######## ro_gate_counter ########
ro_gate_counter/met1.png
Bar = 20 microns. Cells faint in the background.
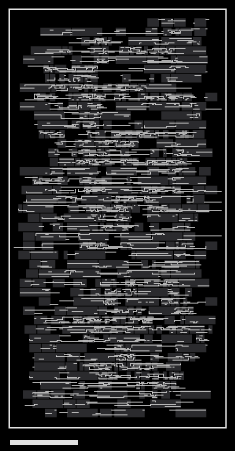

<file path="config.mk">
export PLATFORM = sky130hd
export DESIGN_NAME = ro_gate_counter
export DESIGN_NICKNAME = d
export VERILOG_FILES = /design/src/rtl/ro_gate_counter.sv
export SDC_FILE = /design/constraint.sdc
export NUM_CORES = 1
export LEC_CHECK = 0
export CAP_MARGIN = 0
export CORE_AREA = 2 2 61 120
export DETAILED_ROUTE_END_ITERATION = 16
export DIE_AREA = 0 0 63 122
export GPL_ROUTABILITY_DRIVEN = 1
export PLACE_DENSITY_LB_ADDON = 0.1
export SLEW_MARGIN = 20
export SYNTH_ARGS = -nofsm -noshare
export SYNTH_HDL_FRONTEND = slang
export SYNTH_SLANG_ARGS = --single-unit
</file>
<file path="constraint.sdc">
create_clock -name clk_i -period 2.5 [get_ports clk_i]
set_input_delay 0.375 -clock clk_i [delete_from_list [all_inputs] [get_ports clk_i]]
set_output_delay 0.375 -clock clk_i [all_outputs]
set_load 0.01 [all_outputs]
</file>
<file path="src/rtl/ro_gate_counter.sv">
// Multi-channel ring-oscillator frequency meter: counts rising edges of one
// selected asynchronous tap over a programmable gate window of clk cycles.
module ro_gate_counter #(
  parameter int CHANNELS    = 4,
  parameter int CNT_W       = 16,
  parameter int GATE_W      = 12,
  parameter int SYNC_STAGES = 2,
  localparam int SEL_W      = $clog2(CHANNELS)
) (
  input  logic                clk_i,
  input  logic                rst_i,
  input  logic [CHANNELS-1:0] osc_in_i,
  input  logic [SEL_W-1:0]    chan_sel_i,
  input  logic [GATE_W-1:0]   gate_len_i,
  input  logic                start_i,
  input  logic                continuous_i,
  input  logic                shift_i,
  output logic                busy_o,
  output logic                done_o,
  output logic                result_stb_o,
  output logic [CNT_W-1:0]    count_o,
  output logic                overflow_o,
  output logic                sout_o
);

  typedef enum logic [1:0] {
    S_IDLE,
    S_ARM,
    S_GATE,
    S_DONE
  } state_e;

  localparam int                ARM_W      = $clog2(SYNC_STAGES + 1);
  localparam logic [ARM_W-1:0]  ARM_LAST   = ARM_W'(SYNC_STAGES);
  localparam logic [GATE_W-1:0] TIMER_LAST = GATE_W'(1);

  state_e                 state_q, state_d;
  logic [SEL_W-1:0]       sel_q, sel_d;
  logic [GATE_W-1:0]      gate_q, gate_d;
  logic [ARM_W-1:0]       arm_q, arm_d;
  logic [GATE_W-1:0]      timer_q, timer_d;
  logic [SYNC_STAGES-1:0] sync_q, sync_d;
  logic                   hist_q, hist_d;
  logic [CNT_W-1:0]       cnt_q, cnt_d;
  logic                   sat_q, sat_d;
  logic [CNT_W-1:0]       count_q, count_d;
  logic                   ovf_q, ovf_d;
  logic                   done_q, done_d;
  logic                   stb_q, stb_d;

  logic                   osc_sel;
  logic                   rising;
  logic [CNT_W-1:0]       edges_total;
  logic                   sat_total;
  logic                   win_end;

  // Only the latched channel is synchronised; the history flop follows the
  // last synchroniser stage so a rising edge is seen exactly once.
  always_comb begin
    osc_sel     = osc_in_i[sel_q];
    rising      = sync_q[SYNC_STAGES-1] & ~hist_q;
    edges_total = cnt_q;
    sat_total   = sat_q;
    if (rising) begin
      if (&cnt_q) begin
        sat_total = 1'b1;
      end else begin
        edges_total = cnt_q + 1'b1;
      end
    end
    win_end = (state_q == S_GATE) && (timer_q == TIMER_LAST);
  end

  always_comb begin
    state_d = state_q;
    sel_d   = sel_q;
    gate_d  = gate_q;
    arm_d   = arm_q;
    timer_d = timer_q;
    sync_d  = {sync_q[SYNC_STAGES-2:0], osc_sel};
    hist_d  = sync_q[SYNC_STAGES-1];
    cnt_d   = cnt_q;
    sat_d   = sat_q;
    count_d = count_q;
    ovf_d   = ovf_q;
    done_d  = done_q;
    stb_d   = 1'b0;

    case (state_q)
      S_IDLE, S_DONE: begin
        if (start_i) begin
          state_d = S_ARM;
          sel_d   = chan_sel_i;
          gate_d  = gate_len_i;
          arm_d   = '0;
          cnt_d   = '0;
          sat_d   = 1'b0;
          done_d  = 1'b0;
        end else if (shift_i) begin
          count_d = {count_q[CNT_W-2:0], 1'b0};
        end
      end

      S_ARM: begin
        arm_d = arm_q + 1'b1;
        if (arm_q == ARM_LAST) begin
          state_d = S_GATE;
          timer_d = gate_q;
          cnt_d   = '0;
          sat_d   = 1'b0;
        end
      end

      S_GATE: begin
        // A zero gate length wraps the down-counter and yields 2^GATE_W cycles.
        timer_d = timer_q - 1'b1;
        cnt_d   = edges_total;
        sat_d   = sat_total;
        if (win_end) begin
          count_d = edges_total;
          ovf_d   = sat_total;
          stb_d   = 1'b1;
          done_d  = 1'b1;
          cnt_d   = '0;
          sat_d   = 1'b0;
          timer_d = gate_q;
          if (!continuous_i) begin
            state_d = S_DONE;
          end
        end
      end

      default: begin
        state_d = S_IDLE;
      end
    endcase
  end

  always_ff @(posedge clk_i or posedge rst_i) begin
    if (rst_i) begin
      state_q <= S_IDLE;
      sel_q   <= '0;
      gate_q  <= '0;
      arm_q   <= '0;
      timer_q <= '0;
      sync_q  <= '0;
      hist_q  <= 1'b0;
      cnt_q   <= '0;
      sat_q   <= 1'b0;
      count_q <= '0;
      ovf_q   <= 1'b0;
      done_q  <= 1'b0;
      stb_q   <= 1'b0;
    end else begin
      state_q <= state_d;
      sel_q   <= sel_d;
      gate_q  <= gate_d;
      arm_q   <= arm_d;
      timer_q <= timer_d;
      sync_q  <= sync_d;
      hist_q  <= hist_d;
      cnt_q   <= cnt_d;
      sat_q   <= sat_d;
      count_q <= count_d;
      ovf_q   <= ovf_d;
      done_q  <= done_d;
      stb_q   <= stb_d;
    end
  end

  assign busy_o       = (state_q == S_ARM) || (state_q == S_GATE);
  assign done_o       = done_q;
  assign result_stb_o = stb_q;
  assign count_o      = count_q;
  assign overflow_o   = ovf_q;
  assign sout_o       = count_q[CNT_W-1];

endmodule

</file>
######## vga_timing_gen ########
[src/rtl/vga_pkg.sv]
// Default 640x480@60 timing constants and helpers for deriving axis totals.
package vga_pkg;

   localparam int DEF_H_DISPLAY = 640;
   localparam int DEF_H_FRONT   = 16;
   localparam int DEF_H_SYNC    = 96;
   localparam int DEF_H_BACK    = 48;
   localparam int DEF_V_DISPLAY = 480;
   localparam int DEF_V_FRONT   = 10;
   localparam int DEF_V_SYNC    = 2;
   localparam int DEF_V_BACK    = 33;
   localparam int DEF_CNT_W     = 10;

   function automatic int h_total(input int display, input int front, input int sync, input int back);
      return display + front + sync + back;
   endfunction

   function automatic int v_total(input int display, input int front, input int sync, input int back);
      return display + front + sync + back;
   endfunction

endpackage

[src/rtl/vga_axis_cnt.sv]
// Wrapping position counter with carry-out; the range flag is registered from
// the next count so it lines up with the count itself.
module vga_axis_cnt #(
   parameter int CNT_W    = 10,
   parameter int TOTAL    = 800,
   parameter int RANGE_LO = 656,
   parameter int RANGE_HI = 752
) (
   input  logic             clk,
   input  logic             rst_n,
   input  logic             clear,
   input  logic             inc,
   output logic [CNT_W-1:0] count,
   output logic [CNT_W-1:0] count_next,
   output logic             carry,
   output logic             in_range
);

   localparam logic [CNT_W-1:0] LAST = CNT_W'(TOTAL - 1);
   localparam logic [CNT_W-1:0] LO   = CNT_W'(RANGE_LO);
   localparam logic [CNT_W-1:0] HI   = CNT_W'(RANGE_HI);
   localparam logic RST_IN = (RANGE_LO == 0) && (RANGE_HI > 0);

   logic in_range_next;

   always_comb begin
      carry      = inc && (count == LAST);
      count_next = count;
      if (clear || carry) begin
         count_next = '0;
      end else if (inc) begin
         count_next = count + CNT_W'(1);
      end
      in_range_next = (count_next >= LO) && (count_next < HI);
   end

   always_ff @(posedge clk) begin
      if (!rst_n) begin
         count    <= '0;
         in_range <= RST_IN;
      end else begin
         count    <= count_next;
         in_range <= in_range_next;
      end
   end

endmodule

[src/rtl/vga_timing_gen.sv]
// VGA raster timing generator: pixel/line counters, syncs, blanking and start pulses.
// Define VGA_TIMING_FRAME_CNT_EN to add the 8-bit frame_cnt output.
module vga_timing_gen
   import vga_pkg::*;
#(
   parameter int H_DISPLAY  = DEF_H_DISPLAY,
   parameter int H_FRONT    = DEF_H_FRONT,
   parameter int H_SYNC     = DEF_H_SYNC,
   parameter int H_BACK     = DEF_H_BACK,
   parameter int V_DISPLAY  = DEF_V_DISPLAY,
   parameter int V_FRONT    = DEF_V_FRONT,
   parameter int V_SYNC     = DEF_V_SYNC,
   parameter int V_BACK     = DEF_V_BACK,
   parameter bit H_SYNC_POL = 1'b0,
   parameter bit V_SYNC_POL = 1'b0,
   parameter int CNT_W      = DEF_CNT_W
) (
   input  logic             clk,
   input  logic             rst_n,
   input  logic             pix_en,
   input  logic             resync,
   output logic [CNT_W-1:0] pixel_x,
   output logic [CNT_W-1:0] pixel_y,
   output logic             hsync,
   output logic             vsync,
   output logic             video_on,
   output logic             line_start,
   output logic             frame_start
`ifdef VGA_TIMING_FRAME_CNT_EN
   ,
   output logic [7:0]       frame_cnt
`endif
);

   localparam int H_TOTAL = h_total(H_DISPLAY, H_FRONT, H_SYNC, H_BACK);
   localparam int V_TOTAL = v_total(V_DISPLAY, V_FRONT, V_SYNC, V_BACK);
   localparam logic [CNT_W-1:0] H_VIS = CNT_W'(H_DISPLAY);
   localparam logic [CNT_W-1:0] V_VIS = CNT_W'(V_DISPLAY);

   if (H_TOTAL > (1 << CNT_W) || V_TOTAL > (1 << CNT_W)) begin : g_size_check
      $error("vga_timing_gen: H_TOTAL/V_TOTAL do not fit in CNT_W bits");
   end

   logic [CNT_W-1:0] x_next;
   logic [CNT_W-1:0] y_next;
   logic             h_carry;
   logic             v_carry;
   logic             h_in_sync;
   logic             v_in_sync;

   vga_axis_cnt #(
      .CNT_W    (CNT_W),
      .TOTAL    (H_TOTAL),
      .RANGE_LO (H_DISPLAY + H_FRONT),
      .RANGE_HI (H_DISPLAY + H_FRONT + H_SYNC)
   ) u_h_cnt (
      .clk        (clk),
      .rst_n      (rst_n),
      .clear      (resync),
      .inc        (pix_en),
      .count      (pixel_x),
      .count_next (x_next),
      .carry      (h_carry),
      .in_range   (h_in_sync)
   );

   // The vertical axis steps only on the horizontal wrap.
   vga_axis_cnt #(
      .CNT_W    (CNT_W),
      .TOTAL    (V_TOTAL),
      .RANGE_LO (V_DISPLAY + V_FRONT),
      .RANGE_HI (V_DISPLAY + V_FRONT + V_SYNC)
   ) u_v_cnt (
      .clk        (clk),
      .rst_n      (rst_n),
      .clear      (resync),
      .inc        (h_carry),
      .count      (pixel_y),
      .count_next (y_next),
      .carry      (v_carry),
      .in_range   (v_in_sync)
   );

   assign hsync = h_in_sync ? H_SYNC_POL : ~H_SYNC_POL;
   assign vsync = v_in_sync ? V_SYNC_POL : ~V_SYNC_POL;

   always_ff @(posedge clk) begin
      if (!rst_n) begin
         video_on    <= 1'b1;
         line_start  <= 1'b0;
         frame_start <= 1'b0;
      end else begin
         video_on    <= (x_next < H_VIS) && (y_next < V_VIS);
         line_start  <= resync || h_carry;
         frame_start <= resync || v_carry;
      end
   end

`ifdef VGA_TIMING_FRAME_CNT_EN
   always_ff @(posedge clk) begin
      if (!rst_n) begin
         frame_cnt <= 8'd0;
      end else if (resync || v_carry) begin
         frame_cnt <= frame_cnt + 8'd1;
      end
   end
`endif

endmodule

[config.mk]
export PLATFORM = sky130hd
export DESIGN_NAME = vga_timing_gen
export DESIGN_NICKNAME = d
export VERILOG_FILES = /design/src/rtl/vga_pkg.sv /design/src/rtl/vga_axis_cnt.sv /design/src/rtl/vga_timing_gen.sv
export SDC_FILE = /design/constraint.sdc
export NUM_CORES = 1
export LEC_CHECK = 0
export ABC_AREA = 1
export CAP_MARGIN = 40
export CORE_MARGIN = 2
export CORE_UTILIZATION = 30
export DETAILED_ROUTE_END_ITERATION = 8
export GPL_TIMING_DRIVEN = 0
export PLACE_DENSITY = 0.51
export SLEW_MARGIN = 40
export SYNTH_ARGS = -nofsm -noshare
export SYNTH_HDL_FRONTEND = slang
export SYNTH_SLANG_ARGS = --single-unit
export TNS_END_PERCENT = 20
[constraint.sdc]
create_clock -name clk -period 2.2 [get_ports clk]
set_input_delay 0.22 -clock clk [delete_from_list [all_inputs] [get_ports clk]]
set_output_delay 0.22 -clock clk [all_outputs]
set_load 0.01 [all_outputs]
######## program_loader_flat ########
**src/rtl/program_loader_if.sv**
```systemverilog
// Signal bundle between the program loader, its external byte source and the
// controller it programs. The slave modport is the loader's view.
interface program_loader_if;
  logic       start;
  logic [4:0] prog_len;
  logic [7:0] in_data;
  logic       in_valid;
  logic       in_ready;
  logic       cpu_ready;
  logic       cpu_read;
  logic       cpu_done;
  logic       programming;
  logic [7:0] bus_data;
  logic       bus_en;
  logic       pc_clear;
  logic       load_done;
  logic       err;
  logic [7:0] checksum;

  modport slave (
    input  start, prog_len, in_data, in_valid, cpu_ready, cpu_read, cpu_done,
    output in_ready, programming, bus_data, bus_en, pc_clear, load_done, err, checksum
  );

  modport master (
    output start, prog_len, in_data, in_valid, cpu_ready, cpu_read, cpu_done,
    input  in_ready, programming, bus_data, bus_en, pc_clear, load_done, err, checksum
  );
endinterface

```
**src/rtl/program_loader.sv**
```systemverilog
// Streams a short program from an external byte source through a 2-entry FIFO
// into the controller's RAM. Define LOADER_CHECKSUM_EN to enable the byte-sum output.
module program_loader (
  input  logic            clk,
  input  logic            resetn,
  program_loader_if.slave lb
);
  localparam int DATA_W  = 8;
  localparam int CNT_W   = 5;
  localparam int MAX_LEN = 16;

  typedef enum logic [1:0] {IDLE, LOAD, FINISH, RUN} state_t;

  state_t             state, state_nx;
  logic [CNT_W-1:0]   len_q;
  logic [CNT_W-1:0]   acc_cnt;
  logic [CNT_W-1:0]   wr_cnt;
  logic [DATA_W-1:0]  fifo_mem [2];
  logic               rd_ptr, wr_ptr;
  logic [1:0]         occ;
  logic               prog_q, done_q, err_q;

  logic               idle_like, len_ok, start_ok, start_bad;
  logic               fifo_empty, fifo_full;
  logic [DATA_W-1:0]  head;
  logic               pop, push, in_ready_c;
  logic               underrun, stray, last_write, pc_clear_c, bus_en_c;

  assign idle_like  = (state == IDLE) || (state == RUN);
  assign len_ok     = (lb.prog_len != '0) && (lb.prog_len <= CNT_W'(MAX_LEN));
  assign start_ok   = idle_like && lb.start && len_ok;
  assign start_bad  = idle_like && lb.start && !len_ok;

  assign fifo_empty = (occ == 2'd0);
  assign fifo_full  = (occ == 2'd2);
  assign head       = fifo_mem[rd_ptr];

  // A pop in the same cycle frees the slot, so a full FIFO can still take a byte.
  assign pop        = (state == LOAD) && lb.cpu_done && !fifo_empty;
  assign in_ready_c = (state == LOAD) && (acc_cnt < len_q) && (!fifo_full || pop);
  assign push       = in_ready_c && lb.in_valid;

  assign underrun   = (state == LOAD) && lb.cpu_read && fifo_empty;
  assign stray      = idle_like && (lb.cpu_read || lb.cpu_done);
  assign last_write = (state == LOAD) && lb.cpu_done && ((wr_cnt + CNT_W'(1)) == len_q);
  assign pc_clear_c = (state == FINISH) && lb.cpu_ready;
  assign bus_en_c   = (state == LOAD) && lb.cpu_read;

  assign lb.in_ready    = in_ready_c;
  assign lb.bus_en      = bus_en_c;
  assign lb.bus_data    = (bus_en_c && !fifo_empty) ? head : '0;
  assign lb.pc_clear    = pc_clear_c;
  assign lb.programming = prog_q;
  assign lb.load_done   = done_q;
  assign lb.err         = err_q;

  always_comb begin
    state_nx = state;
    case (state)
      IDLE, RUN: if (start_ok)   state_nx = LOAD;
      LOAD:      if (last_write) state_nx = FINISH;
      FINISH:    if (lb.cpu_ready) state_nx = RUN;
      default:   state_nx = IDLE;
    endcase
  end

  always_ff @(posedge clk or negedge resetn) begin
    if (!resetn) begin
      state  <= IDLE;
      prog_q <= 1'b0;
      done_q <= 1'b0;
      err_q  <= 1'b0;
    end else begin
      state  <= state_nx;
      prog_q <= (state_nx == LOAD) || (state_nx == FINISH);
      if (start_ok)        done_q <= 1'b0;
      else if (pc_clear_c) done_q <= 1'b1;
      if (start_ok)                            err_q <= 1'b0;
      else if (start_bad || underrun || stray) err_q <= 1'b1;
    end
  end

  // Counters and FIFO pointers restart on every accepted start.
  always_ff @(posedge clk or negedge resetn) begin
    if (!resetn) begin
      len_q   <= '0;
      acc_cnt <= '0;
      wr_cnt  <= '0;
      rd_ptr  <= 1'b0;
      wr_ptr  <= 1'b0;
      occ     <= 2'd0;
    end else if (start_ok) begin
      len_q   <= lb.prog_len;
      acc_cnt <= '0;
      wr_cnt  <= '0;
      rd_ptr  <= 1'b0;
      wr_ptr  <= 1'b0;
      occ     <= 2'd0;
    end else begin
      if (push) begin
        acc_cnt <= acc_cnt + CNT_W'(1);
        wr_ptr  <= ~wr_ptr;
      end
      if (pop) rd_ptr <= ~rd_ptr;
      if ((state == LOAD) && lb.cpu_done) wr_cnt <= wr_cnt + CNT_W'(1);
      case ({push, pop})
        2'b10:   occ <= occ + 2'd1;
        2'b01:   occ <= occ - 2'd1;
        default: occ <= occ;
      endcase
    end
  end

  // Storage only; validity is tracked by occ, so no reset needed.
  always_ff @(posedge clk) begin
    if (push) fifo_mem[wr_ptr] <= lb.in_data;
  end

`ifdef LOADER_CHECKSUM_EN
  function automatic logic [DATA_W-1:0] sum_mod256(input logic [DATA_W-1:0] a,
                                                   input logic [DATA_W-1:0] b);
    return a + b;
  endfunction

  logic [DATA_W-1:0] sum_q;
  logic [DATA_W-1:0] pop_byte;

  // An underrun write contributes zero, matching what the bus carried.
  assign pop_byte = fifo_empty ? '0 : head;

  always_ff @(posedge clk or negedge resetn) begin
    if (!resetn)                              sum_q <= '0;
    else if (start_ok)                        sum_q <= '0;
    else if ((state == LOAD) && lb.cpu_done)  sum_q <= sum_mod256(sum_q, pop_byte);
  end

  assign lb.checksum = sum_q;
`else
  assign lb.checksum = '0;
`endif

endmodule

```
**src/flat_wrapper.sv**
```systemverilog
// flat-port wrapper written by rule: the top's interface ports become plain ports
module program_loader_flat 
  (clk, resetn, lb_start, lb_prog_len, lb_in_data, lb_in_valid, lb_cpu_ready, lb_cpu_read, lb_cpu_done, lb_in_ready, lb_programming, lb_bus_data, lb_bus_en, lb_pc_clear, lb_load_done, lb_err, lb_checksum);
  program_loader_if lb_i ();
  input  logic clk;
  input  logic resetn;
  input wire logic [$bits(lb_i.start)-1:0] lb_start;
  input wire logic [$bits(lb_i.prog_len)-1:0] lb_prog_len;
  input wire logic [$bits(lb_i.in_data)-1:0] lb_in_data;
  input wire logic [$bits(lb_i.in_valid)-1:0] lb_in_valid;
  input wire logic [$bits(lb_i.cpu_ready)-1:0] lb_cpu_ready;
  input wire logic [$bits(lb_i.cpu_read)-1:0] lb_cpu_read;
  input wire logic [$bits(lb_i.cpu_done)-1:0] lb_cpu_done;
  output wire logic [$bits(lb_i.in_ready)-1:0] lb_in_ready;
  output wire logic [$bits(lb_i.programming)-1:0] lb_programming;
  output wire logic [$bits(lb_i.bus_data)-1:0] lb_bus_data;
  output wire logic [$bits(lb_i.bus_en)-1:0] lb_bus_en;
  output wire logic [$bits(lb_i.pc_clear)-1:0] lb_pc_clear;
  output wire logic [$bits(lb_i.load_done)-1:0] lb_load_done;
  output wire logic [$bits(lb_i.err)-1:0] lb_err;
  output wire logic [$bits(lb_i.checksum)-1:0] lb_checksum;
  assign lb_i.start = lb_start;
  assign lb_i.prog_len = lb_prog_len;
  assign lb_i.in_data = lb_in_data;
  assign lb_i.in_valid = lb_in_valid;
  assign lb_i.cpu_ready = lb_cpu_ready;
  assign lb_i.cpu_read = lb_cpu_read;
  assign lb_i.cpu_done = lb_cpu_done;
  assign lb_in_ready = lb_i.in_ready;
  assign lb_programming = lb_i.programming;
  assign lb_bus_data = lb_i.bus_data;
  assign lb_bus_en = lb_i.bus_en;
  assign lb_pc_clear = lb_i.pc_clear;
  assign lb_load_done = lb_i.load_done;
  assign lb_err = lb_i.err;
  assign lb_checksum = lb_i.checksum;
  program_loader u_core (.clk(clk), .resetn(resetn), .lb(lb_i));
endmodule
```
**config.mk**
```make
export PLATFORM = sky130hd
export DESIGN_NAME = program_loader_flat
export DESIGN_NICKNAME = d
export VERILOG_FILES = /design/src/rtl/program_loader_if.sv /design/src/rtl/program_loader.sv /design/src/flat_wrapper.sv
export SDC_FILE = /design/constraint.sdc
export NUM_CORES = 1
export LEC_CHECK = 0
export ABC_AREA = 1
export CORE_ASPECT_RATIO = 1.4
export CORE_MARGIN = 5
export CORE_UTILIZATION = 54
export CTS_BUF_LIST = sky130_fd_sc_hd__clkbuf_2
export DETAILED_ROUTE_END_ITERATION = 12
export GPL_TIMING_DRIVEN = 0
export PLACE_DENSITY_LB_ADDON = 0.12
export SKIP_LAST_GASP = 1
export SLEW_MARGIN = 20
export SYNTH_ARGS = -nofsm -noshare
export SYNTH_HDL_FRONTEND = slang
export SYNTH_SLANG_ARGS = --single-unit
```
**constraint.sdc**
```tcl
create_clock -name clk -period 2.9 [get_ports clk]
set_clock_uncertainty 0.15 [all_clocks]
set_input_delay 0.29 -clock clk [delete_from_list [all_inputs] [get_ports clk]]
set_output_delay 0.29 -clock clk [all_outputs]
set_load 0.05 [all_outputs]
```
######## chip8_delay_sound_timers ########
===== config.mk =====
export PLATFORM = sky130hd
export DESIGN_NAME = chip8_delay_sound_timers
export DESIGN_NICKNAME = d
export VERILOG_FILES = /design/src/rtl/chip8_delay_sound_timers_pkg.sv /design/src/rtl/chip8_delay_sound_timers_tone_gen.sv /design/src/rtl/chip8_delay_sound_timers.sv
export SDC_FILE = /design/constraint.sdc
export NUM_CORES = 1
export LEC_CHECK = 0
export CORE_MARGIN = 3
export CORE_UTILIZATION = 33
export CTS_BUF_LIST = sky130_fd_sc_hd__clkbuf_2 sky130_fd_sc_hd__clkbuf_4 sky130_fd_sc_hd__clkbuf_8
export DETAILED_ROUTE_END_ITERATION = 6
export MAX_ROUTING_LAYER = met4
export PLACE_DENSITY = 0.59
export SETUP_SLACK_MARGIN = 0.3
export SKIP_CTS_REPAIR_TIMING = 1
export SYNTH_ARGS = -nofsm -noshare
export SYNTH_HDL_FRONTEND = slang
export SYNTH_SLANG_ARGS = --single-unit

===== constraint.sdc =====
create_clock -name clk -period 4.8 [get_ports clk]
set_clock_uncertainty 0.1 [all_clocks]
set_input_delay 0.96 -clock clk [delete_from_list [all_inputs] [get_ports clk]]
set_output_delay 0.96 -clock clk [all_outputs]
set_load 0.02 [all_outputs]

===== src/rtl/chip8_delay_sound_timers_pkg.sv =====
// Shared definitions for the CHIP-8 delay/sound timer block: timer width, write selectors,
// platform clock default and the tone divider helper.
package chip8_delay_sound_timers_pkg;

  localparam int unsigned TIMER_W = 8;

  typedef enum logic {
    TSEL_DT = 1'b0,
    TSEL_ST = 1'b1
  } tsel_e;

  localparam int unsigned CLOCK_SPEED_HZ = 25_000_000;

  // Half-period of the tone in clk cycles, clamped so the divider always has at least one state.
  function automatic int unsigned tone_half(input int unsigned clk_hz, input int unsigned tone_hz);
    int unsigned half;
    if (tone_hz == 0) return 1;
    half = clk_hz / (2 * tone_hz);
    return (half == 0) ? 1 : half;
  endfunction

endpackage


===== src/rtl/chip8_delay_sound_timers_tone_gen.sv =====
// Square-wave divider for the buzzer: toggles tone_out every HALF_PERIOD cycles while enabled,
// and holds divider and phase at zero while disabled so every beep starts low.
module chip8_tone_gen #(
  parameter int unsigned HALF_PERIOD = 10
) (
  input  logic clk,
  input  logic rst_n,
  input  logic enable,
  output logic tone_out
);

  localparam int unsigned CW = (HALF_PERIOD > 1) ? $clog2(HALF_PERIOD) : 1;
  localparam logic [CW-1:0] LAST = CW'(HALF_PERIOD - 1);

  logic [CW-1:0] cnt;

  always_ff @(posedge clk or negedge rst_n) begin
    if (!rst_n) begin
      cnt      <= '0;
      tone_out <= 1'b0;
    end else if (!enable) begin
      cnt      <= '0;
      tone_out <= 1'b0;
    end else if (cnt == LAST) begin
      cnt      <= '0;
      tone_out <= ~tone_out;
    end else begin
      cnt <= cnt + 1'b1;
    end
  end

endmodule


===== src/rtl/chip8_delay_sound_timers.sv =====
// CHIP-8 delay (DT) and sound (ST) timers: CPU load, saturating 60 Hz decrement, buzzer drive.
// Define CHIP8_TONE_EN for a TONE_HZ square wave on audio_out; otherwise audio_out = sound_on.
module chip8_delay_sound_timers
  import chip8_delay_sound_timers_pkg::*;
#(
  parameter int unsigned CLK_HZ  = CLOCK_SPEED_HZ,
  parameter int unsigned TONE_HZ = 440
) (
  input  logic               clk,
  input  logic               rst_n,
  input  logic               tick_60hz,
  input  logic               wr_en,
  input  logic               wr_sel,
  input  logic [TIMER_W-1:0] wr_data,
  output logic [TIMER_W-1:0] dt_value,
  output logic [TIMER_W-1:0] st_value,
  output logic               dt_zero,
  output logic               sound_on,
  output logic               audio_out
);

  logic wr_dt;
  logic wr_st;

  assign wr_dt = wr_en && (wr_sel == TSEL_DT);
  assign wr_st = wr_en && (wr_sel == TSEL_ST);

  // A write wins over a tick on the same edge for the targeted timer only.
  always_ff @(posedge clk or negedge rst_n) begin
    if (!rst_n) begin
      dt_value <= '0;
      st_value <= '0;
    end else begin
      if (wr_dt) dt_value <= wr_data;
      else if (tick_60hz && (dt_value != '0)) dt_value <= dt_value - 1'b1;

      if (wr_st) st_value <= wr_data;
      else if (tick_60hz && (st_value != '0)) st_value <= st_value - 1'b1;
    end
  end

  assign dt_zero  = (dt_value == '0);
  assign sound_on = (st_value != '0);

`ifdef CHIP8_TONE_EN
  logic tone;

  chip8_tone_gen #(
    .HALF_PERIOD(tone_half(CLK_HZ, TONE_HZ))
  ) u_tone_gen (
    .clk      (clk),
    .rst_n    (rst_n),
    .enable   (sound_on),
    .tone_out (tone)
  );

  // The divider clears one edge after sound_on drops; gating hides that last cycle.
  assign audio_out = sound_on & tone;
`else
  logic cfg_unused;
  assign cfg_unused = ^(CLK_HZ ^ TONE_HZ);
  assign audio_out  = sound_on;
`endif

endmodule


ro_gate_counter/registers.png
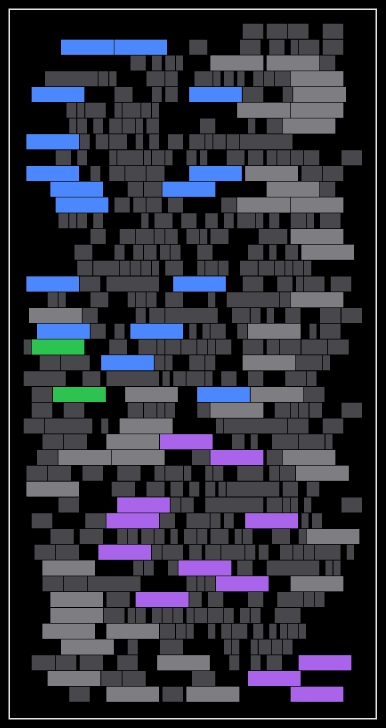
- green: sync_q (placed flops 2)
- purple: timer_q (placed flops 12)
- blue: cnt_q (placed flops 16)
- not colored: 39

About ro_gate_counter/met1.png:
- nets with wire on the layer: 420
- longest straight run: 32.2 microns
- main direction: horizontal

==> deck_impl_summary.md, ro_gate_counter <==
Synthesis and Place & Route Summary

Run status
  • Run status: complete, no violations

Yosys
  • YS warnings: 0
  • Mapped cell area: 3690 sq um
  • Yosys stat area: 3690 sq um
  • Mean Syn Cell Area: 9.60 sq um

Layout
  • Final core utilization: 67.1%
  • Post-route insts no fill: 528
  • FILL cells: 555

GRT
  • Pin count of the biggest net entering global routing: 70
  • GR Util met1: 33.7%

Hold path
  • Hold path cells: 0

Setup path
  • Reg2reg setup slack: 0.08 ns
  • Worst reg-to-reg path cell count: 5
  • WP data required: 2.70 ns

Route
  • Met3 Wirelength: 537 microns
  • Routed wl met2: 4430 microns

Clock tree
  • Cts hold-fix bufs: 0
  • Maximum clock insertion buffer count: 2

STA
  • Fmax achieved: 0.413 GHz
  • Slew margin rel.: 43.9%
  • Final setup vio count: 0
  • Final worst slack: 0.0786 ns
  • Post-route setup TNS: 0 ns

Job
  • Log Warnings: 29

Placement
  • Inst Count DP: 512
-- ro_gate_counter: report_power, final --
part           switching (mW)  internal (mW)
clock network           0.458          0.796
registers               0.310           1.47
logic                    1.17          0.916
-- ro_gate_counter: layout make-up --
cell class	count	area, sq um	share of cell area [%]
clock inverter	4	47.5	1.04
clock buffer	12	246	5.38
timing repair buffer	58	556	12.1
tap	90	113	2.46
inverter	18	67.6	1.47
multi-input combinational	277	1830	39.9
sequential	69	1730	37.7
-- ro_gate_counter: state kept, by name, summed over array words and instances (netlist names) --
| register | count |
|---|---|
| done_o | 1 |
| sync_q | 2 |
| arm_q | 2 |
| result_stb_o | 1 |
| gate_q | 12 |
| cnt_q | 16 |
| count_o | 16 |
| overflow_o | 1 |
| hist_q | 1 |
| sel_q | 2 |
| state_q | 2 |
| timer_q | 12 |
| sat_q | 1 |
-- ro_gate_counter: per-stage QoR --
stage	cell area [sq um]	power (mW)
3_3_place_gp	4270	3.75
6_report	4580	5.12
3_5_place_dp	4280	3.83
5_1_grt	4580	5.47
4_1_cts	4570	5.12
2_1_floorplan	3690	3.10
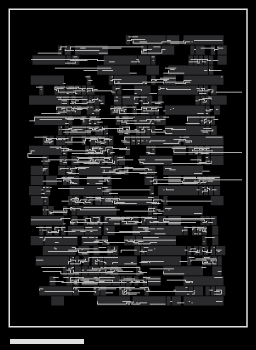
program_loader_flat/met1.png
Bar = 20 microns. Cells faint in the background.
- share of all routed wire: 42%
- main direction: horizontal
- longest straight run: 20.7 microns

program_loader_flat/registers.png
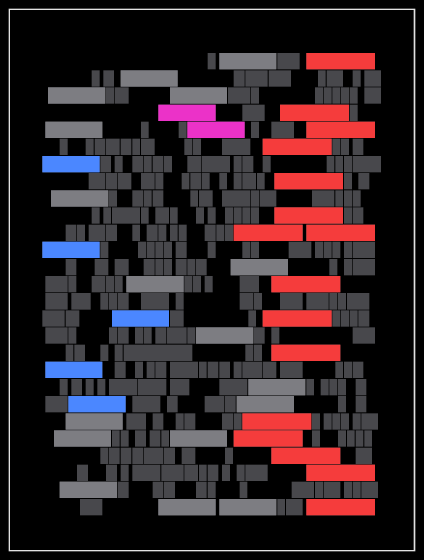
- magenta: u_core.state (placed flops 2)
- blue: u_core.len_q (placed flops 5)
- red: u_core.fifo_mem (placed flops 16)

==> deck_impl_summary.md, program_loader_flat <==
Synthesis and Place & Route Summary

Run status
  • Run status: complete, no violations

Route
  • Metal-1 WL: 1950 microns
  • Met3 Wirelength: 215 microns
  • Routed wl met2: 2390 microns

STA
  • Final setup vio count: 0
  • RSZ-0062 raised after global routing: true
  • Fin. max-slew vios: 0

Yosys
  • Area leader share: 27.2%
  • Synth mux share: 0%
  • Largest logic family: simple AND/OR/NAND/NOR gates
  • YS warnings: 0
  • Yosys Instances: 268

Setup path
  • Reg2reg setup slack: 0.20 ns
  • Cell Chain, Critical Path: ha_1 -> nand2_1 -> inv_1 -> o21ai_1 -> nand4_1 -> a31oi_2 -> nand2_2 -> nor2_1

GRT
  • Grt peak-use layer: met2
  • Vias in the first global route: 1698
  • Global route total overflow: 0

Job
  • Max capacitance violation total: 0

Layout
  • Clk_buf instances: 6

Pwr
  • Combinational power: 1.39 mW
[program_loader_flat: repair_timing]
| item | in CTS | in global routing |
|---|---|---|
| setup endpoints to repair | 9 | 25 |
| hold buffers | 0 | 1 |
| resized | 9 | 17 |
| hold endpoints to repair | 0 | 24 |
[program_loader_flat: through the flow]
stage                     worst slack, ns  hold slack (ns)  setup TNS (ns)  instances
final                               0.195            0.223               0        360
after global routing              -0.0256            0.253          -0.362        360
after CTS                          -0.188            0.280          -0.188        359
after detailed placement            0.145            0.325               0        351
after global placement              0.197            0.319               0        351
after floorplan                    0.0269           -0.156               0        275
[program_loader_flat: worst max path at each step]
stage                                        from                              end
floorplan           u_core.acc_cnt[2]$_DFFE_PN0P_        u_core.occ[1]$_DFFE_PN0P_
global placement                      lb_cpu_read                   lb_bus_data[2]
detailed placement      u_core.state[1]$_DFF_PN0_                   lb_bus_data[2]
CTS                     u_core.state[1]$_DFF_PN0_                   lb_bus_data[2]
global route        u_core.acc_cnt[2]$_DFFE_PN0P_  u_core.fifo_mem[1][5]$_DFFE_PP_
finish              u_core.acc_cnt[2]$_DFFE_PN0P_  u_core.fifo_mem[0][0]$_DFFE_PP_
vga_timing_gen/zoom.png
Region (3, 3) to (33, 33) microns. Cells in gray, sequential cells in the stronger gray; small squares are vias.
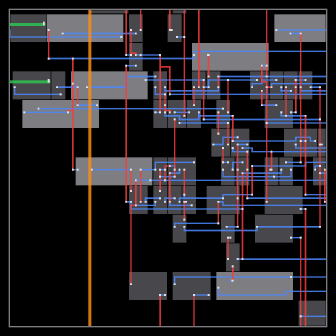
- green: met3
- blue: met1
- orange: met4
- red: met2
- sequential cells in the window: 7
- cells with their middle in the window: 49
- most frequent: nor2_1 (11), nand2_1 (9)
- netlist names of flops here include: u_h_cnt.count (5)

==> deck_impl_summary.md, vga_timing_gen <==
Synthesis and Place & Route Summary

Floorplanning
  • DIE HEIGHT: 73.5 microns
  • I/O pin count: 29

Route
  • Antenna viol nets, final: 0
  • Routed wl met2: 1460 microns
  • Vias/cell: 4.45
  • Drt total wl: 3460 microns

Yosys
  • Post-synth EDFFs: 0
  • Synth Seq Share: 34.5%
  • Synth mux share: 0%

GRT
  • GR Util met1: 21.0%
  • Met2 Resource Use GR: 19.0%
  • Pin count of the biggest net entering global routing: 14

Layout
  • FILL cells: 524

STA
  • Period utilization: 81.5%
  • Fin. max-slew vios: 0

Hold path
  • Hold EP: u_h_cnt.count[1]$_SDFF_PN0_
  • Hold path cells: 2

Clock tree
  • Clock Sinks: 25

Setup path
  • Crit-path max FO: 10
  • R2R Path End: video_on$_SDFF_PN1_
  • Most frequent CP cell: nand2_1

Run status
  • Run status: complete, no violations
[vga_timing_gen: worst max-delay path: cells and delay by family (launching register included)]
kind | cells | cell delay (ns)
simple gates | 11 | 0.90
flops | 1 | 0.38
fa+ha+maj | 1 | 0.24
buf+inv | 1 | 0.16
[vga_timing_gen: layout make-up]
class | count | area share, %
Multi-Input combinational cell | 155 | 42.6
Sequential cell | 25 | 27.3
Timing Repair Buffer | 27 | 14.8
Inverter | 39 | 7.99
Tap cell | 54 | 3.69
Clock buffer | 4 | 2.46
Buffer | 3 | 1.23
[vga_timing_gen: sequential cells by signal (all words and copies together), names as in the netlist]
| name | cells |
|---|---|
| u_v_cnt.count | 10 |
| u_h_cnt.in_range | 1 |
| u_h_cnt.count | 10 |
| video_on | 1 |
| u_v_cnt.in_range | 1 |
| line_start | 1 |
| frame_start | 1 |
[vga_timing_gen: layout by cell type, fill, tap and decap left out, types with 3 or more instances in the layout]
cell	n
a21oi_1	4
clkbuf_8	3
clkdlybuf4s50_1	27
dfxtp_1	25
ha_1	3
inv_1	31
inv_2	8
nand2_1	56
nand2_2	4
nand3_1	15
nand3_2	4
nand4_1	4
nor2_1	35
nor2_2	9
nor3_1	4
o21ai_1	3
xnor2_1	3
xor2_1	3
chip8_delay_sound_timers/met2.png
Cells faint in the background.
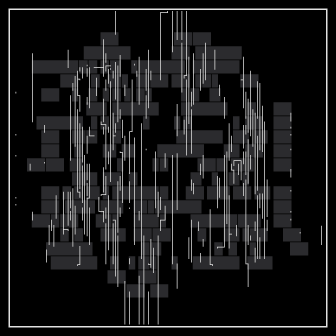
- wire length on this layer: 1140 microns
- share of all routed wire: 46%
- nets with wire on the layer: 134
- main direction: vertical

==> deck_impl_summary.md, chip8_delay_sound_timers <==
Synthesis and Place & Route Summary

Route
  • Metal-1 WL: 1190 microns
  • # DRC: 0

Clock tree
  • Htree depth: 1
  • Maximum clock insertion buffer count: 2

Layout
  • Final nets: 164
  • Most frequent cells in the layout: clkdlybuf4s50_1, dfrtp_1, nor2_1, a21oi_1, nand2_1

Yosys
  • Yosys reg bits: 16
  • Synth Seq Share: 39.6%
  • Yosys simple share: 30.7%

Run status
  • Run status: complete, no violations

Pwr
  • Power density over the cells: 366 nW/um^2

GRT
  • GR Util met3: 2.10%

Setup path
  • Cell Chain, Critical Path: inv_1 -> ha_1 -> or3b_1 -> nor3_1 -> clkdlybuf4s50_1
  • WP data required: 3.74 ns
  • Startpoint types: register
  • CP bufs+invs: 2
  • Reg2reg setup slack: 2.81 ns

Hold path
  • Hold WC Path Type: reg -> reg

Job
  • Log Warnings: 27

Placement
  • Placer Congestion: 0.815
[chip8_delay_sound_timers: per-stage QoR]
stage / power, mW / cells / setup WS [ns]
after detailed placement: 0.416 / 174 / 1.74
final: 0.501 / 178 / 1.41
after global placement: 0.414 / 174 / 1.77
after CTS: 0.508 / 178 / 1.40
after floorplan: 0.318 / 117 / 2.02
after global routing: 0.539 / 178 / 1.23
[chip8_delay_sound_timers: cell families (layout without fill, tap and decap cells)]
kind of cell,Yosys count,after routing
AOI/OAI and AO/OA,27,27
xor gates and xnor gates,2,2
adders and majority gates,3,3
buffers and inverters,9,39
DFF,16,16
muxes,5,5
and+or+nand+nor,55,55
[chip8_delay_sound_timers: power by group through the flow]
stage	clock [mW]	sequential [mW]	combinational, mW
global route	0.0997	0.209	0.231
global placement	0	0.204	0.210
finish	0.0882	0.202	0.211
detailed placement	0	0.205	0.211
CTS	0.0928	0.202	0.213
floorplan	0	0.235	0.0829
[chip8_delay_sound_timers: worst reg2reg max path, stage by stage (launching register included)]
cell and delay, ns:
dfrtp_1 0.40, inv_1 0.09, ha_1 0.18, nor4b_1 0.51, nand2_1 0.23, a32oi_1 0.27, a21oi_1 0.09

######## serial_adder8 ########
serial_adder8/final_placement.png
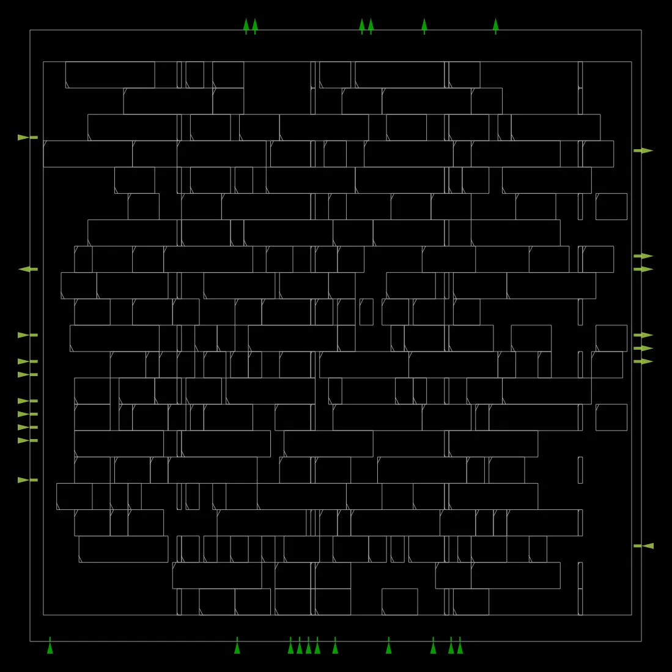

File: src/rtl/serial_adder8.sv
// Bit-serial adder/subtractor: one full-adder cell, registered carry, LSB first.
// Optional subtract mode is enabled by defining SERIAL_ADDER_SUB_EN.
module serial_adder8 #(
  parameter int unsigned WIDTH = 8
) (
  input  logic             clk,
  input  logic             rst_n,
  input  logic             start,
  input  logic [WIDTH-1:0] a,
  input  logic [WIDTH-1:0] b,
  input  logic             cin,
  input  logic             op_sub,
  output logic             busy,
  output logic             done,
  output logic [WIDTH-1:0] sum,
  output logic             cout,
  output logic             ovf,
  output logic             zero
);

  localparam int unsigned CW = $clog2(WIDTH);

  typedef enum logic [1:0] {StIdle, StShift, StDone} state_t;

  state_t           state_q, state_d;
  logic [WIDTH-1:0] a_q, b_q, psum_q, sum_q;
  logic             carry_q, cout_q, ovf_q, zero_q;
  logic [CW-1:0]    cnt_q;

  logic             fa_s, fa_c, last_bit;
  logic [WIDTH-1:0] sum_next, b_load;
  logic             c_load;

  assign fa_s     = a_q[0] ^ b_q[0] ^ carry_q;
  assign fa_c     = (a_q[0] & b_q[0]) | (a_q[0] & carry_q) | (b_q[0] & carry_q);
  assign sum_next = {fa_s, psum_q[WIDTH-1:1]};
  assign last_bit = (cnt_q == CW'(WIDTH - 1));

`ifdef SERIAL_ADDER_SUB_EN
  assign b_load = op_sub ? ~b : b;
  assign c_load = op_sub ? 1'b1 : cin;
`else
  logic unused_op_sub;
  assign unused_op_sub = op_sub;
  assign b_load = b;
  assign c_load = cin;
`endif

  always_comb begin
    state_d = state_q;
    unique case (state_q)
      StIdle:  if (start) state_d = StShift;
      StShift: if (last_bit) state_d = StDone;
      StDone:  state_d = StIdle;
      default: state_d = StIdle;
    endcase
  end

  always_ff @(posedge clk or negedge rst_n) begin
    if (!rst_n) begin
      state_q <= StIdle;
      a_q     <= '0;
      b_q     <= '0;
      psum_q  <= '0;
      carry_q <= 1'b0;
      cnt_q   <= '0;
      sum_q   <= '0;
      cout_q  <= 1'b0;
      ovf_q   <= 1'b0;
      zero_q  <= 1'b0;
    end else begin
      state_q <= state_d;
      case (state_q)
        StIdle: begin
          if (start) begin
            a_q     <= a;
            b_q     <= b_load;
            carry_q <= c_load;
            cnt_q   <= '0;
          end
        end
        StShift: begin
          a_q     <= a_q >> 1;
          b_q     <= b_q >> 1;
          psum_q  <= sum_next;
          carry_q <= fa_c;
          cnt_q   <= cnt_q + CW'(1);
          if (last_bit) begin
            // carry_q here is the carry into the MSB, so ovf is carry-in XOR carry-out
            sum_q  <= sum_next;
            cout_q <= fa_c;
            ovf_q  <= carry_q ^ fa_c;
            zero_q <= (sum_next == '0);
          end
        end
        default: ;
      endcase
    end
  end

  assign busy = (state_q == StShift);
  assign done = (state_q == StDone);
  assign sum  = sum_q;
  assign cout = cout_q;
  assign ovf  = ovf_q;
  assign zero = zero_q;

endmodule

File: config.mk
export PLATFORM = sky130hd
export DESIGN_NAME = serial_adder8
export DESIGN_NICKNAME = d
export VERILOG_FILES = /design/src/rtl/serial_adder8.sv
export SDC_FILE = /design/constraint.sdc
export NUM_CORES = 1
export LEC_CHECK = 0
export CAP_MARGIN = 20
export CORE_UTILIZATION = 48
export CTS_BUF_LIST = sky130_fd_sc_hd__clkbuf_8
export CTS_CLUSTER_SIZE = 8
export DETAILED_ROUTE_END_ITERATION = 10
export GPL_TIMING_DRIVEN = 1
export PLACE_DENSITY = 0.75
export SLEW_MARGIN = 20
export SYNTH_ARGS = -nofsm -noshare
export SYNTH_HDL_FRONTEND = slang
export SYNTH_SLANG_ARGS = --single-unit
File: constraint.sdc
create_clock -name clk -period 1.47 [get_ports clk]
set_input_delay 0.441 -clock clk [delete_from_list [all_inputs] [get_ports clk]]
set_output_delay 0.441 -clock clk [all_outputs]
set_load 0.01 [all_outputs]
######## booth_csa_iter_mult ########
## config.mk

```make
export PLATFORM = sky130hd
export DESIGN_NAME = booth_csa_iter_mult
export DESIGN_NICKNAME = d
export VERILOG_FILES = /design/src/rtl/booth_pkg.sv /design/src/rtl/booth_pp_gen.sv /design/src/rtl/booth_csa_iter_mult.sv
export SDC_FILE = /design/constraint.sdc
export NUM_CORES = 1
export LEC_CHECK = 0
export CORE_MARGIN = 3
export CORE_UTILIZATION = 45
export DETAILED_ROUTE_END_ITERATION = 6
export PLACE_DENSITY_LB_ADDON = 0.2
export SLEW_MARGIN = 25
export SYNTH_ARGS = -nofsm -noshare
export SYNTH_HDL_FRONTEND = slang
export SYNTH_SLANG_ARGS = --single-unit
```

## constraint.sdc

```tcl
create_clock -name clk -period 6.7 [get_ports clk]
set_input_delay 1.34 -clock clk [delete_from_list [all_inputs] [get_ports clk]]
set_output_delay 1.34 -clock clk [all_outputs]
set_load 0.05 [all_outputs]
```

## src/rtl/booth_pkg.sv

```systemverilog
// Shared types and helpers for the iterative radix-4 Booth / carry-save multiplier.
package booth_pkg;

    typedef struct packed {
        logic neg;
        logic two;
        logic one;
    } booth_digit_t;

    typedef enum logic [1:0] {
        IDLE = 2'd0,
        RUN  = 2'd1,
        DONE = 2'd2
    } state_t;

    // One digit per bit pair of the (WIDTH+2)-bit extended multiplier.
    function automatic int booth_ndig(input int width);
        return width / 2 + 1;
    endfunction

    // Window is {b[2k+1], b[2k], b[2k-1]}; all-ones maps to a plain zero digit.
    function automatic booth_digit_t booth_encode(input logic [2:0] win);
        booth_digit_t d;
        d = '0;
        unique case (win)
            3'b001, 3'b010: d = '{neg: 1'b0, two: 1'b0, one: 1'b1};
            3'b011:         d = '{neg: 1'b0, two: 1'b1, one: 1'b0};
            3'b100:         d = '{neg: 1'b1, two: 1'b1, one: 1'b0};
            3'b101, 3'b110: d = '{neg: 1'b1, two: 1'b0, one: 1'b1};
            default:        d = '0;
        endcase
        return d;
    endfunction

endpackage

```

## src/rtl/booth_pp_gen.sv

```systemverilog
// Combinational Booth partial-product generator: pp = (digit * a_ext) << 2k,
// full-width two's complement with explicit invert-plus-one negation.
module booth_pp_gen
    import booth_pkg::*;
#(
    parameter int WIDTH = 32,
    parameter int KW    = 5
) (
    input  logic [2:0]         win,
    input  logic [2*WIDTH-1:0] a_ext,
    input  logic [KW-1:0]      k,
    output logic [2*WIDTH-1:0] pp
);

    booth_digit_t       dig;
    logic [2*WIDTH-1:0] mag;
    logic [2*WIDTH-1:0] val;

    always_comb begin
        dig = booth_encode(win);
        mag = '0;
        if (dig.one) begin
            mag = a_ext;
        end else if (dig.two) begin
            mag = a_ext << 1;
        end
        val = dig.neg ? (~mag + 1'b1) : mag;
        pp  = val << {k, 1'b0};
    end

endmodule

```

## src/rtl/booth_csa_iter_mult.sv

```systemverilog
// Iterative radix-4 Booth multiplier front end: one partial product per cycle
// folded into a carry-save pair; the downstream adder resolves sum + carry.
//
// state | meaning
// IDLE  | ready for operands; outputs hold the previous result
// RUN   | counter 0..NDIG-1 folds pp_counter; counter==NDIG loads the output pair
// DONE  | out_valid high, result held until out_ready
module booth_csa_iter_mult
    import booth_pkg::*;
#(
    parameter int WIDTH = 32
) (
    input  logic               clk,
    input  logic               rst,
    input  logic               in_valid,
    output logic               in_ready,
    input  logic               in_signed,
    input  logic [WIDTH-1:0]   in_a,
    input  logic [WIDTH-1:0]   in_b,
    output logic               out_valid,
    input  logic               out_ready,
    output logic [2*WIDTH-1:0] out_sum,
    output logic [2*WIDTH-1:0] out_carry
);

    localparam int NDIG = booth_ndig(WIDTH);
    localparam int PW   = 2 * WIDTH;
    localparam int CW   = $clog2(NDIG + 1);

    state_t state, state_nxt;

    logic [CW-1:0]    cnt;
    logic             last_step;
    logic [WIDTH-1:0] a_q, b_q;
    logic             sgn_q;

    logic [PW-1:0]    a_ext;
    logic [WIDTH+2:0] b_pad;
    logic [2:0]       win;
    logic [PW-1:0]    pp;
    logic [PW-1:0]    s, c, s_nxt, c_nxt;

    assign last_step = (cnt == CW'(NDIG));

    always_ff @(posedge clk) begin
        if (rst) begin
            state <= IDLE;
        end else begin
            state <= state_nxt;
        end
    end

    always_comb begin
        state_nxt = state;
        in_ready  = 1'b0;
        out_valid = 1'b0;
        unique case (state)
            IDLE: begin
                in_ready = 1'b1;
                if (in_valid) begin
                    state_nxt = RUN;
                end
            end
            RUN: begin
                if (last_step) begin
                    state_nxt = DONE;
                end
            end
            DONE: begin
                out_valid = 1'b1;
                if (out_ready) begin
                    state_nxt = IDLE;
                end
            end
            default: state_nxt = IDLE;
        endcase
    end

    // Extension works from the latched raw operands so the sign mode stays live.
    assign a_ext = {{WIDTH{sgn_q & a_q[WIDTH-1]}}, a_q};
    assign b_pad = {{2{sgn_q & b_q[WIDTH-1]}}, b_q, 1'b0};
    assign win   = 3'(b_pad >> {cnt, 1'b0});

    booth_pp_gen #(
        .WIDTH (WIDTH),
        .KW    (CW)
    ) u_pp_gen (
        .win   (win),
        .a_ext (a_ext),
        .k     (cnt),
        .pp    (pp)
    );

    assign s_nxt = s ^ c ^ pp;
    assign c_nxt = ((s & c) | (s & pp) | (c & pp)) << 1;

    always_ff @(posedge clk) begin
        if (rst) begin
            cnt       <= '0;
            a_q       <= '0;
            b_q       <= '0;
            sgn_q     <= 1'b0;
            s         <= '0;
            c         <= '0;
            out_sum   <= '0;
            out_carry <= '0;
        end else begin
            unique case (state)
                IDLE: begin
                    if (in_valid) begin
                        a_q   <= in_a;
                        b_q   <= in_b;
                        sgn_q <= in_signed;
                        s     <= '0;
                        c     <= '0;
                        cnt   <= '0;
                    end
                end
                RUN: begin
                    if (last_step) begin
                        out_sum   <= s;
                        out_carry <= c;
                    end else begin
                        s   <= s_nxt;
                        c   <= c_nxt;
                        cnt <= cnt + 1'b1;
                    end
                end
                default: ;
            endcase
        end
    end

endmodule

```

serial_adder8/met1.png
Bar = 20 microns. Cells faint in the background.
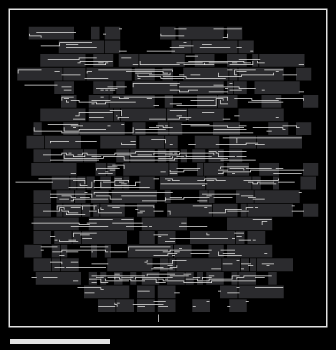
- share of all routed wire: 45%
- nets with wire on the layer: 180

About serial_adder8/final_placement.png:
final core utilization: 65.2%
FILL cells: 287
flop count: 40
n_taps: 46

==> deck_impl_summary.md, serial_adder8 <==
Synthesis and Place & Route Summary

GRT
  • Initial antenna violation count: 0
  • GR Util met1: 24.4%

Yosys
  • Adder Area Share: 2.51%
  • Synth mux share: 18.9%
  • Yosys Instances: 139
  • Yosys simple share: 8.65%
  • Synth async-reset ratio: 100%

Layout
  • Fraction of area in multi-input gates: 32.3%
  • Nonclk buf count: 42
  • Combinational gate area: 729 sq um
  • Largest cell class by area: flip-flops and latches
  • Most frequent logic cell in the layout: dfrtp_1

Route
  • Antenna viol nets, final: 0

Setup path
  • Crit end category: register
  • Startpoint types: register
  • Arrival time worst endpoint: 1.61 ns
  • Worst r2r src: carry_q$_DFFE_PN0P_
  • Crit-path max FO: 2
  • R2R Path End: sum[7]$_DFFE_PN0P_

Run status
  • Run status: complete, no violations

Job
  • Max capacitance violation total: 0

Pwr
  • Psw: 1.50 mW
  • Clk pwr share: 14.4%

STA
  • Fmax achieved: 0.691 GHz
[serial_adder8: registers in the layout, summed over array words and instances, names as in the netlist]
| signal | cells |
|---|---|
| carry_q | 1 |
| cnt_q | 3 |
| b_q | 8 |
| state_q | 2 |
| psum_q | 7 |
| sum | 8 |
| cout | 1 |
| ovf | 1 |
| a_q | 8 |
| zero | 1 |
[serial_adder8: layer usage]
| metal | wire, microns | part of all wire (%) |
|---|---|---|
| met1 | 1410 | 45 |
| met2 | 1490 | 48 |
| met3 | 137 | 4.4 |
| met4 | 75 | 2.4 |
| met5 | 0 | 0 |
[serial_adder8: metrics by stage]
step	hold WS (ns)	util [%]	power [mW]	setup WS, ns	cell area, sq um
floorplan	0.145	-	3.31	0.0209	1790
global placement	0.424	62.3	3.81	-0.0926	2160
detailed placement	0.427	62.3	3.92	-0.0969	2160
CTS	0.124	64.7	4.51	0.0315	2240
global route	0.121	65.2	4.83	-0.00680	2260
finish	0.115	65.2	4.50	0.0225	2260
[serial_adder8: critical path: stages, from the launching register on]
cell and delay (ns):
dfrtp_1 0.41, fa_1 0.52, buf_4 0.16, mux2_2 0.25
booth_csa_iter_mult/met1.png
Bar = 50 microns. Cells faint in the background.
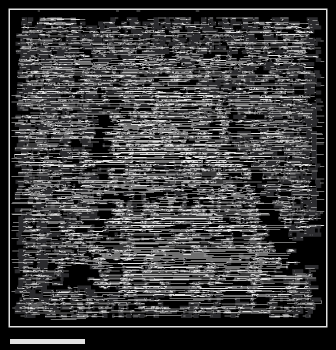
- wire length on this layer: 30.7 mm
- nets with wire on the layer: 2632
- share of all routed wire: 47%
- main direction: horizontal

==> deck_impl_summary.md, booth_csa_iter_mult <==
Synthesis and Place & Route Summary

Layout
  • # diodes: 0
  • Combinational gate area: 11200 sq um
  • Layout clock area frac: 5.47%

Yosys
  • Cell variety after synth: 100
  • Synth mux share: 5.17%
  • Post-synth top area cell: dfxtp_1
  • Mapped Nets: 2703
  • Post-synth EDFFs: 0

Floorplanning
  • N_taps: 532
  • I/O pin count: 199

Route
  • Drt total wl: 65900 microns

Placement
  • Placer Congestion: 1.01

STA
  • Hold Slack: 0.452 ns

Setup path
  • Startpoint types: register

Run status
  • Run status: complete, no violations
[booth_csa_iter_mult: per-layer routing]
layer / vias up / share of wire, % / global-route usage (%)
met2: 702 / 45 / 44.7
li1: 8978 / - / -
met5: - / 0 / 0
met3: 97 / 6.5 / 4.71
met4: 0 / 2.2 / 7.81
met1: 9188 / 47 / 42.1
[booth_csa_iter_mult: critical path: stages, from the launching register on]
cell and delay [ns]:
dfxtp_4 0.46, mux4_2 0.51, mux4_2 0.47, nand2_1 0.08, nand2_1 0.08, ha_2 0.52, buf_4 0.24, nand2b_1 0.14
and4_1 0.27, o21ai_0 0.15, nor2_1 0.34, a21oi_1 0.18, nor4b_1 0.41, mux2i_1 0.29, buf_4 0.16, buf_4 0.10
mux2i_1 0.06, mux4_2 0.49, mux2_2 0.28, a22oi_1 0.24, fa_1 0.47, nor2_1 0.11, a31oi_1 0.05, nor2_1 0.11
[booth_csa_iter_mult: state kept, by name (all words and copies together) (netlist names)]
name	flops
out_sum	64
s	64
c	63
out_carry	63
a_q	32
b_q	32
cnt	5
state	2
sgn_q	1

==> screenshots <==
Signal wires on met3.
(a)
Bar = 20 microns. Cells faint in the background.
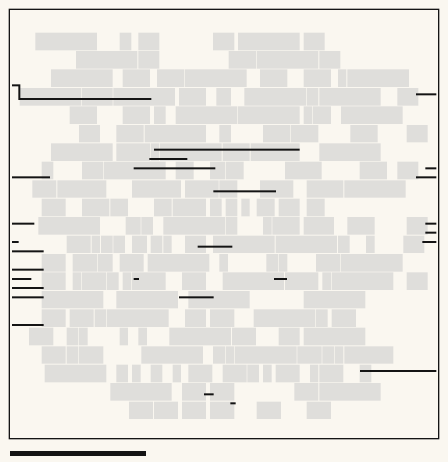
(b)
Bar = 50 microns. Cells faint in the background.
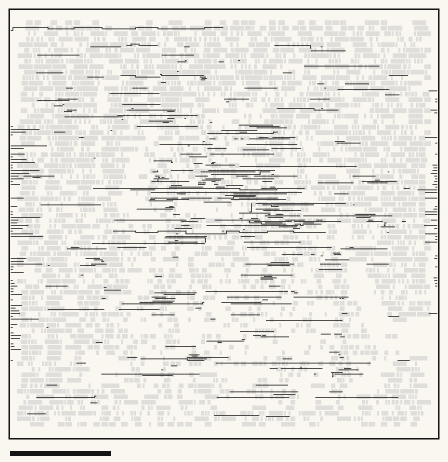
For serial_adder8, see (a).
For booth_csa_iter_mult, see (b).
- largest die: (b)

Key to (b):
- nets with wire on the layer: 283
- wire length on this layer: 4300 microns



==> gallery <==
Signal wires on met2.
Cells faint in the background.
Plate I
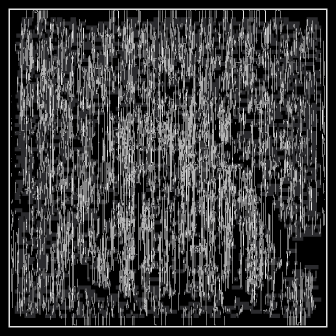
Plate II
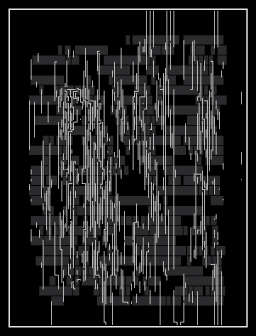
Plate III
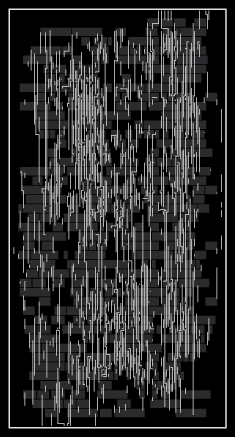
Plate IV
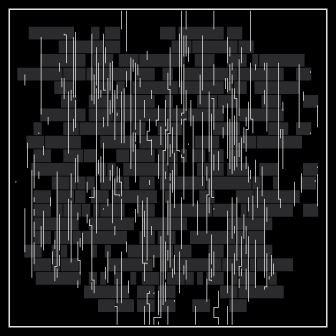
Plate V
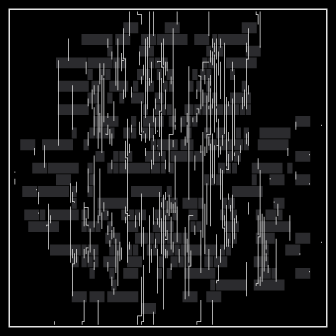
- Plate I = booth_csa_iter_mult
- Plate IV = serial_adder8
- Plate V = vga_timing_gen
- Plate II = program_loader_flat
- Plate III = ro_gate_counter

Power and IR drop assume default switching activity.
